==================== uart_tx
<file path="src/rtl/uart_pkg.sv">
// uart_pkg: shared UART state encoding and line constants.
package uart_pkg;
    typedef enum logic [1:0] {
        IDLE  = 2'd0,
        START = 2'd1,
        DATA  = 2'd2,
        STOP  = 2'd3
    } uart_state_e;

    localparam int UART_DATA_BITS = 8;
    localparam logic IDLE_LEVEL = 1'b1;
endpackage

</file>
<file path="src/rtl/uart_tx_fifo.sv">
// uart_tx_fifo: byte FIFO with occupancy count; full/empty are derived by the user.
module uart_tx_fifo #(
    parameter int DEPTH = 4,
    parameter int CW    = $clog2(DEPTH) + 1
) (
    input  logic          clk,
    input  logic          rst_n,
    input  logic          push,
    input  logic [7:0]    wdata,
    input  logic          pop,
    output logic [7:0]    rdata,
    output logic [CW-1:0] count
);
    localparam int AW = $clog2(DEPTH);

    logic [7:0]    mem [DEPTH];
    logic [AW-1:0] wr_ptr, rd_ptr;

    assign rdata = mem[rd_ptr];

    always_ff @(posedge clk or negedge rst_n) begin
        if (!rst_n) begin
            wr_ptr <= '0;
            rd_ptr <= '0;
            count  <= '0;
        end else begin
            if (push) wr_ptr <= wr_ptr + 1'b1;
            if (pop) rd_ptr <= rd_ptr + 1'b1;
            count <= count + CW'(push) - CW'(pop);
        end
    end

    always_ff @(posedge clk) begin
        if (push) mem[wr_ptr] <= wdata;
    end
endmodule

</file>
<file path="src/rtl/uart_tx.sv">
// uart_tx: 8N1 UART transmitter draining a small byte FIFO onto a registered serial line.
module uart_tx
    import uart_pkg::*;
#(
    parameter int CLKS_PER_BIT = 10417,
    parameter int FIFO_DEPTH   = 4
) (
    input  logic       clk,
    input  logic       rst_n,
    input  logic       i_tx_valid,
    input  logic [7:0] i_tx_byte,
    output logic       o_tx_ready,
    output logic       o_tx_serial,
    output logic       o_tx_active,
    output logic       o_tx_done
);
    localparam int CNT_W = $clog2(CLKS_PER_BIT);
    localparam int CW = $clog2(FIFO_DEPTH) + 1;
    localparam logic [CNT_W-1:0] LAST_CNT = CNT_W'(CLKS_PER_BIT - 1);
    localparam logic [2:0] LAST_IDX = 3'(UART_DATA_BITS - 1);

    uart_state_e      state, state_d;
    logic [CNT_W-1:0] cnt, cnt_d;
    logic [2:0]       idx, idx_d;
    logic [7:0]       shift, shift_d, head;
    logic [CW-1:0]    count;
    logic             serial_d, done_d, push, pop, empty, last;

    assign o_tx_ready  = count != CW'(FIFO_DEPTH);
    assign push        = i_tx_valid && o_tx_ready;
    assign empty       = count == '0;
    assign last        = cnt == LAST_CNT;
    assign o_tx_active = state != IDLE;

    uart_tx_fifo #(.DEPTH(FIFO_DEPTH), .CW(CW)) u_fifo (
        .clk   (clk),
        .rst_n (rst_n),
        .push  (push),
        .wdata (i_tx_byte),
        .pop   (pop),
        .rdata (head),
        .count (count)
    );

    always_ff @(posedge clk or negedge rst_n) begin
        if (!rst_n) begin
            state       <= IDLE;
            cnt         <= '0;
            idx         <= '0;
            shift       <= '0;
            o_tx_serial <= IDLE_LEVEL;
            o_tx_done   <= 1'b0;
        end else begin
            state       <= state_d;
            cnt         <= cnt_d;
            idx         <= idx_d;
            shift       <= shift_d;
            o_tx_serial <= serial_d;
            o_tx_done   <= done_d;
        end
    end

    always_comb begin
        state_d  = state;
        cnt_d    = cnt;
        idx_d    = idx;
        shift_d  = shift;
        serial_d = o_tx_serial;
        done_d   = 1'b0;
        pop      = 1'b0;
        case (state)
            IDLE: begin
                serial_d = IDLE_LEVEL;
                if (!empty) begin
                    pop      = 1'b1;
                    shift_d  = head;
                    cnt_d    = '0;
                    idx_d    = '0;
                    serial_d = 1'b0;
                    state_d  = START;
                end
            end
            START: begin
                cnt_d = last ? '0 : cnt + 1'b1;
                if (last) begin
                    serial_d = shift[0];
                    state_d  = DATA;
                end
            end
            DATA: begin
                cnt_d = last ? '0 : cnt + 1'b1;
                if (last) begin
                    shift_d  = shift >> 1;
                    idx_d    = idx + 1'b1;
                    serial_d = (idx == LAST_IDX) ? IDLE_LEVEL : shift[1];
                    state_d  = (idx == LAST_IDX) ? STOP : DATA;
                end
            end
            STOP: begin
                cnt_d = last ? '0 : cnt + 1'b1;
                if (last) begin
                    done_d   = 1'b1;
                    pop      = !empty;
                    shift_d  = empty ? shift : head;
                    idx_d    = '0;
                    serial_d = empty ? IDLE_LEVEL : 1'b0;
                    state_d  = empty ? IDLE : START;
                end
            end
            default: begin
                state_d  = IDLE;
                serial_d = IDLE_LEVEL;
            end
        endcase
    end
endmodule
</file>
<file path="config.mk">
export PLATFORM = sky130hd
export DESIGN_NAME = uart_tx
export DESIGN_NICKNAME = d
export VERILOG_FILES = /design/src/rtl/uart_pkg.sv /design/src/rtl/uart_tx_fifo.sv /design/src/rtl/uart_tx.sv
export SDC_FILE = /design/constraint.sdc
export NUM_CORES = 1
export LEC_CHECK = 0
export ABC_CLOCK_PERIOD_IN_PS = 4900
export CORE_MARGIN = 2
export CORE_UTILIZATION = 40
export DETAILED_ROUTE_END_ITERATION = 6
export GPL_TIMING_DRIVEN = 0
export PLACE_DENSITY = 0.61
export SLEW_MARGIN = 20
export SYNTH_ARGS = -nofsm -noshare
export SYNTH_HDL_FRONTEND = slang
export SYNTH_SLANG_ARGS = --single-unit
</file>
<file path="constraint.sdc">
create_clock -name clk -period 4.9 [get_ports clk]
set_input_delay 0.98 -clock clk [delete_from_list [all_inputs] [get_ports clk]]
set_output_delay 0.98 -clock clk [all_outputs]
set_load 0.05 [all_outputs]
</file>
==> results.cfg <==
; yosys + openroad results
[logic_synthesis]
ys_cells = 251
yosys_area_mm2 = 0.00330
yosys.area.top_type = edfxtp_1

[clock_network]
cts_resized = 0
cts_buffers = 9
htreeDepth = 3
clkTransAtPathRegs_ps = 80

[power]
irDropWorstVdd_uv = 297

[cells_and_area]
largest_cell_class = registers
largest_reg_flops = 32
num-clock-buffers = 9
comb_share_pct = 35.1
post-route-util_pct = 46.9

[detailed_routing]
detail_route.wl_per_cell_um = 15.6
route.met3.wl_um = 200
top_layer_used = met4

[die]
nWellTaps = 105

[place]
dp.cells = 371

[setup_path]
criticalPathCategory = reg -> out
crit_family = buffers and inverters

[outcome]
status = complete, no violations
Fig. 1: uart_tx, the metal 1 layer
The bar under the picture is 20 um long.
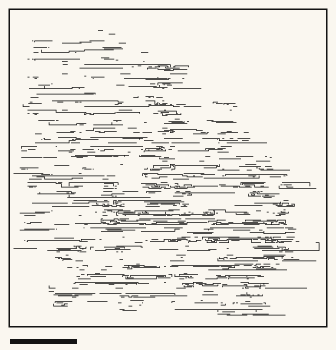
The longest straight run is 26.2 um. The layer holds 48% of the routed length. The wires run mostly horizontal.
Routed WL: 6040 um
total vias in the final route: 2064
met1 usage: 19.6%

Fig. 2: uart_tx, signal wires on met2
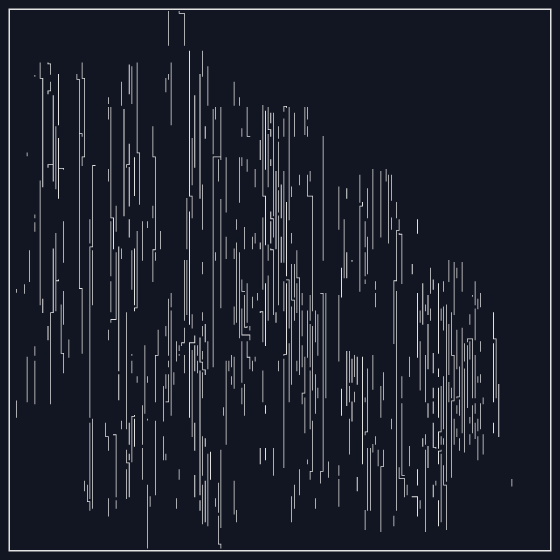
256 nets have wire on it. The layer holds 47% of the routed length. The wires run mostly vertical.
routing usage on met2: 24.6%


==================== l1_wishbone_arbiter
Fig. 3: l1_wishbone_arbiter, M3 wires
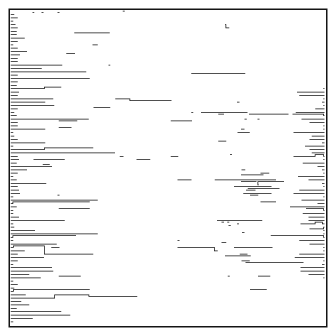
## src/rtl/l1_wishbone_arbiter.sv

```systemverilog
// Round-robin arbiter sharing one Wishbone master port between NUM_REQ L1 requesters.
// One transaction in flight; reads may be incrementing bursts, writes are single-beat.
module l1_wishbone_arbiter #(
  parameter int unsigned NUM_REQ = 2,
  parameter int unsigned ID_W    = (NUM_REQ > 1) ? $clog2(NUM_REQ) : 1
) (
  input  logic                  clk,
  input  logic                  rst_n,
  input  logic [NUM_REQ-1:0]    req_request,
  input  logic [NUM_REQ*32-1:0] req_addr,
  input  logic [NUM_REQ*32-1:0] req_data,
  input  logic [NUM_REQ-1:0]    req_rnw,
  input  logic [NUM_REQ*4-1:0]  req_be,
  input  logic [NUM_REQ*5-1:0]  req_size,
  output logic [NUM_REQ-1:0]    req_ack,
  output logic [31:0]           ret_data,
  output logic [NUM_REQ-1:0]    ret_data_valid,
  output logic [NUM_REQ-1:0]    ret_err,
  output logic [29:0]           wb_adr,
  output logic [31:0]           wb_dat_w,
  output logic [3:0]            wb_sel,
  output logic                  wb_cyc,
  output logic                  wb_stb,
  output logic                  wb_we,
  output logic [2:0]            wb_cti,
  output logic [1:0]            wb_bte,
  input  logic [31:0]           wb_dat_r,
  input  logic                  wb_ack,
  input  logic                  wb_err
);

  localparam int unsigned CNT_W = 5;

  typedef enum logic {IDLE, XFER} state_t;

  state_t               r_state;
  logic [ID_W-1:0]      r_rr;
  logic [ID_W-1:0]      r_gnt;
  logic [NUM_REQ-1:0]   r_ack;
  logic [NUM_REQ-1:0]   r_valid;
  logic [NUM_REQ-1:0]   r_err;
  logic [31:0]          r_ret_data;
  logic [29:0]          r_adr;
  logic [31:0]          r_dat;
  logic [3:0]           r_sel;
  logic                 r_cyc;
  logic                 r_we;
  logic                 r_rnw;
  logic [2:0]           r_cti;
  logic [CNT_W-1:0]     r_cnt;

  logic                 w_found;
  logic [ID_W-1:0]      w_gnt;
  int unsigned          w_idx;
  logic [31:0]          w_addr;
  logic [31:0]          w_data;
  logic [3:0]           w_be;
  logic [CNT_W-1:0]     w_size;
  logic                 w_rnw;
  logic [NUM_REQ-1:0]   w_cur_oh;

  // Round-robin search starting just after the last granted requester.
  always_comb begin
    w_found = 1'b0;
    w_gnt   = '0;
    w_idx   = 0;
    for (int unsigned k = 1; k <= NUM_REQ; k++) begin
      w_idx = 32'(r_rr) + k;
      if (w_idx >= NUM_REQ) w_idx = w_idx - NUM_REQ;
      if (!w_found && req_request[w_idx[ID_W-1:0]]) begin
        w_found = 1'b1;
        w_gnt   = w_idx[ID_W-1:0];
      end
    end
  end

  assign w_addr   = req_addr[32*w_gnt +: 32];
  assign w_data   = req_data[32*w_gnt +: 32];
  assign w_be     = req_be[4*w_gnt +: 4];
  assign w_size   = req_size[CNT_W*w_gnt +: CNT_W];
  assign w_rnw    = req_rnw[w_gnt];
  assign w_cur_oh = NUM_REQ'(1) << r_gnt;

  always_ff @(posedge clk or negedge rst_n) begin
    if (!rst_n) begin
      r_state    <= IDLE;
      r_rr       <= ID_W'(NUM_REQ - 1);
      r_gnt      <= '0;
      r_ack      <= '0;
      r_valid    <= '0;
      r_err      <= '0;
      r_ret_data <= '0;
      r_adr      <= '0;
      r_dat      <= '0;
      r_sel      <= '0;
      r_cyc      <= 1'b0;
      r_we       <= 1'b0;
      r_rnw      <= 1'b0;
      r_cti      <= '0;
      r_cnt      <= '0;
    end else begin
      r_ack   <= '0;
      r_valid <= '0;
      r_err   <= '0;
      case (r_state)
        IDLE: begin
          if (w_found) begin
            r_gnt   <= w_gnt;
            r_rr    <= w_gnt;
            r_ack   <= NUM_REQ'(1) << w_gnt;
            r_adr   <= w_addr[31:2];
            r_dat   <= w_data;
            r_rnw   <= w_rnw;
            r_we    <= ~w_rnw;
            r_sel   <= w_rnw ? 4'hF : w_be;
            r_cnt   <= w_rnw ? w_size : CNT_W'(0);
            r_cti   <= (w_rnw && (w_size != CNT_W'(0))) ? 3'b010 : 3'b111;
            r_cyc   <= 1'b1;
            r_state <= XFER;
          end
        end
        XFER: begin
          // Error wins over a simultaneous ack and suppresses the data beat.
          if (wb_err) begin
            r_err   <= w_cur_oh;
            r_cyc   <= 1'b0;
            r_state <= IDLE;
          end else if (wb_ack) begin
            if (r_rnw) begin
              r_ret_data <= wb_dat_r;
              r_valid    <= w_cur_oh;
            end
            if (r_cnt == CNT_W'(0)) begin
              r_cyc   <= 1'b0;
              r_state <= IDLE;
            end else begin
              r_cnt <= r_cnt - CNT_W'(1);
              r_adr <= r_adr + 30'd1;
              if (r_cnt == CNT_W'(1)) r_cti <= 3'b111;
            end
          end
        end
        default: r_state <= IDLE;
      endcase
    end
  end

  assign req_ack        = r_ack;
  assign ret_data       = r_ret_data;
  assign ret_data_valid = r_valid;
  assign ret_err        = r_err;
  assign wb_adr         = r_adr;
  assign wb_dat_w       = r_dat;
  assign wb_sel         = r_sel;
  assign wb_cyc         = r_cyc;
  assign wb_stb         = r_cyc;
  assign wb_we          = r_we;
  assign wb_cti         = r_cti;
  assign wb_bte         = 2'b00;

endmodule

```

## config.mk

```make
export PLATFORM = sky130hd
export DESIGN_NAME = l1_wishbone_arbiter
export DESIGN_NICKNAME = d
export VERILOG_FILES = /design/src/rtl/l1_wishbone_arbiter.sv
export SDC_FILE = /design/constraint.sdc
export NUM_CORES = 1
export LEC_CHECK = 0
export ABC_AREA = 1
export CORE_MARGIN = 2
export CORE_UTILIZATION = 42
export CTS_CLUSTER_SIZE = 8
export DETAILED_ROUTE_END_ITERATION = 8
export HOLD_SLACK_MARGIN = 0.12
export PLACE_DENSITY = 0.79
export SYNTH_ARGS = -nofsm -noshare
export SYNTH_HDL_FRONTEND = slang
export SYNTH_SLANG_ARGS = --single-unit
```

## constraint.sdc

```tcl
create_clock -name clk -period 1.95 [get_ports clk]
set_input_delay 0.195 -clock clk [delete_from_list [all_inputs] [get_ports clk]]
set_output_delay 0.195 -clock clk [all_outputs]
set_load 0.01 [all_outputs]
```

==> results.cfg <==
; yosys + openroad results
[outcome]
status = complete, no violations

[cells_and_area]
comb_share_pct = 29.3
post-route-util_pct = 68.0
largest_cell_class = non-clock buffers

[power]
clockPowerShare_pct = 19.7
power_density_mw_per_mm2 = 1510
switching_share_pct = 38.6

[setup_path]
crit_end = wb_adr[7]$_DFFE_PN0P_
crit_path_start = r_cnt[0]$_DFFE_PN0P_

[logic_synthesis]
avgSynthCellArea_um2 = 7.54
async_reset_ff_share_pct = 100
synthFlopType = dfrtp_1
post_synth_inst_count = 846

[global_routing]
grt_util_met1_pct = 28.7
met2_usage_pct = 46.0

[place]
hpwl_um = 15500
numPortBuffers = 291

[clock_network]
htreeDepth = 4
clockRootBuffer = clkbuf_16
hold_buffers = 1

[final_timing]
max_freq_mhz = 534
setup_slack_ps = 75.6
relSlewSlack_pct = 57.4
setup_viol = 0

[detailed_routing]
viasPerCell = 4.93
drtIter0Drc = 407
drc_errors = 0
About Fig. 3:
The wires run mostly horizontal. The layer carries 1620 um of wire.
total vias in the final route: 6626
Routed WL: 21100 um
met3 usage: 8.25%



==> screenshots <==
Congestion heat map.
(a)
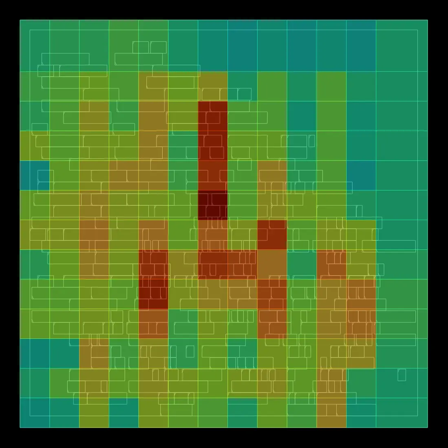
(b)
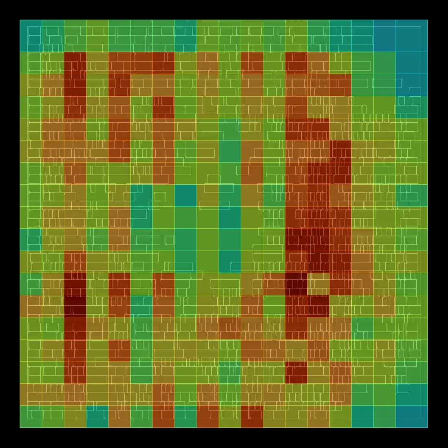
(b) -> l1_wishbone_arbiter
(a) -> uart_tx
The one with the highest track usage is (b).

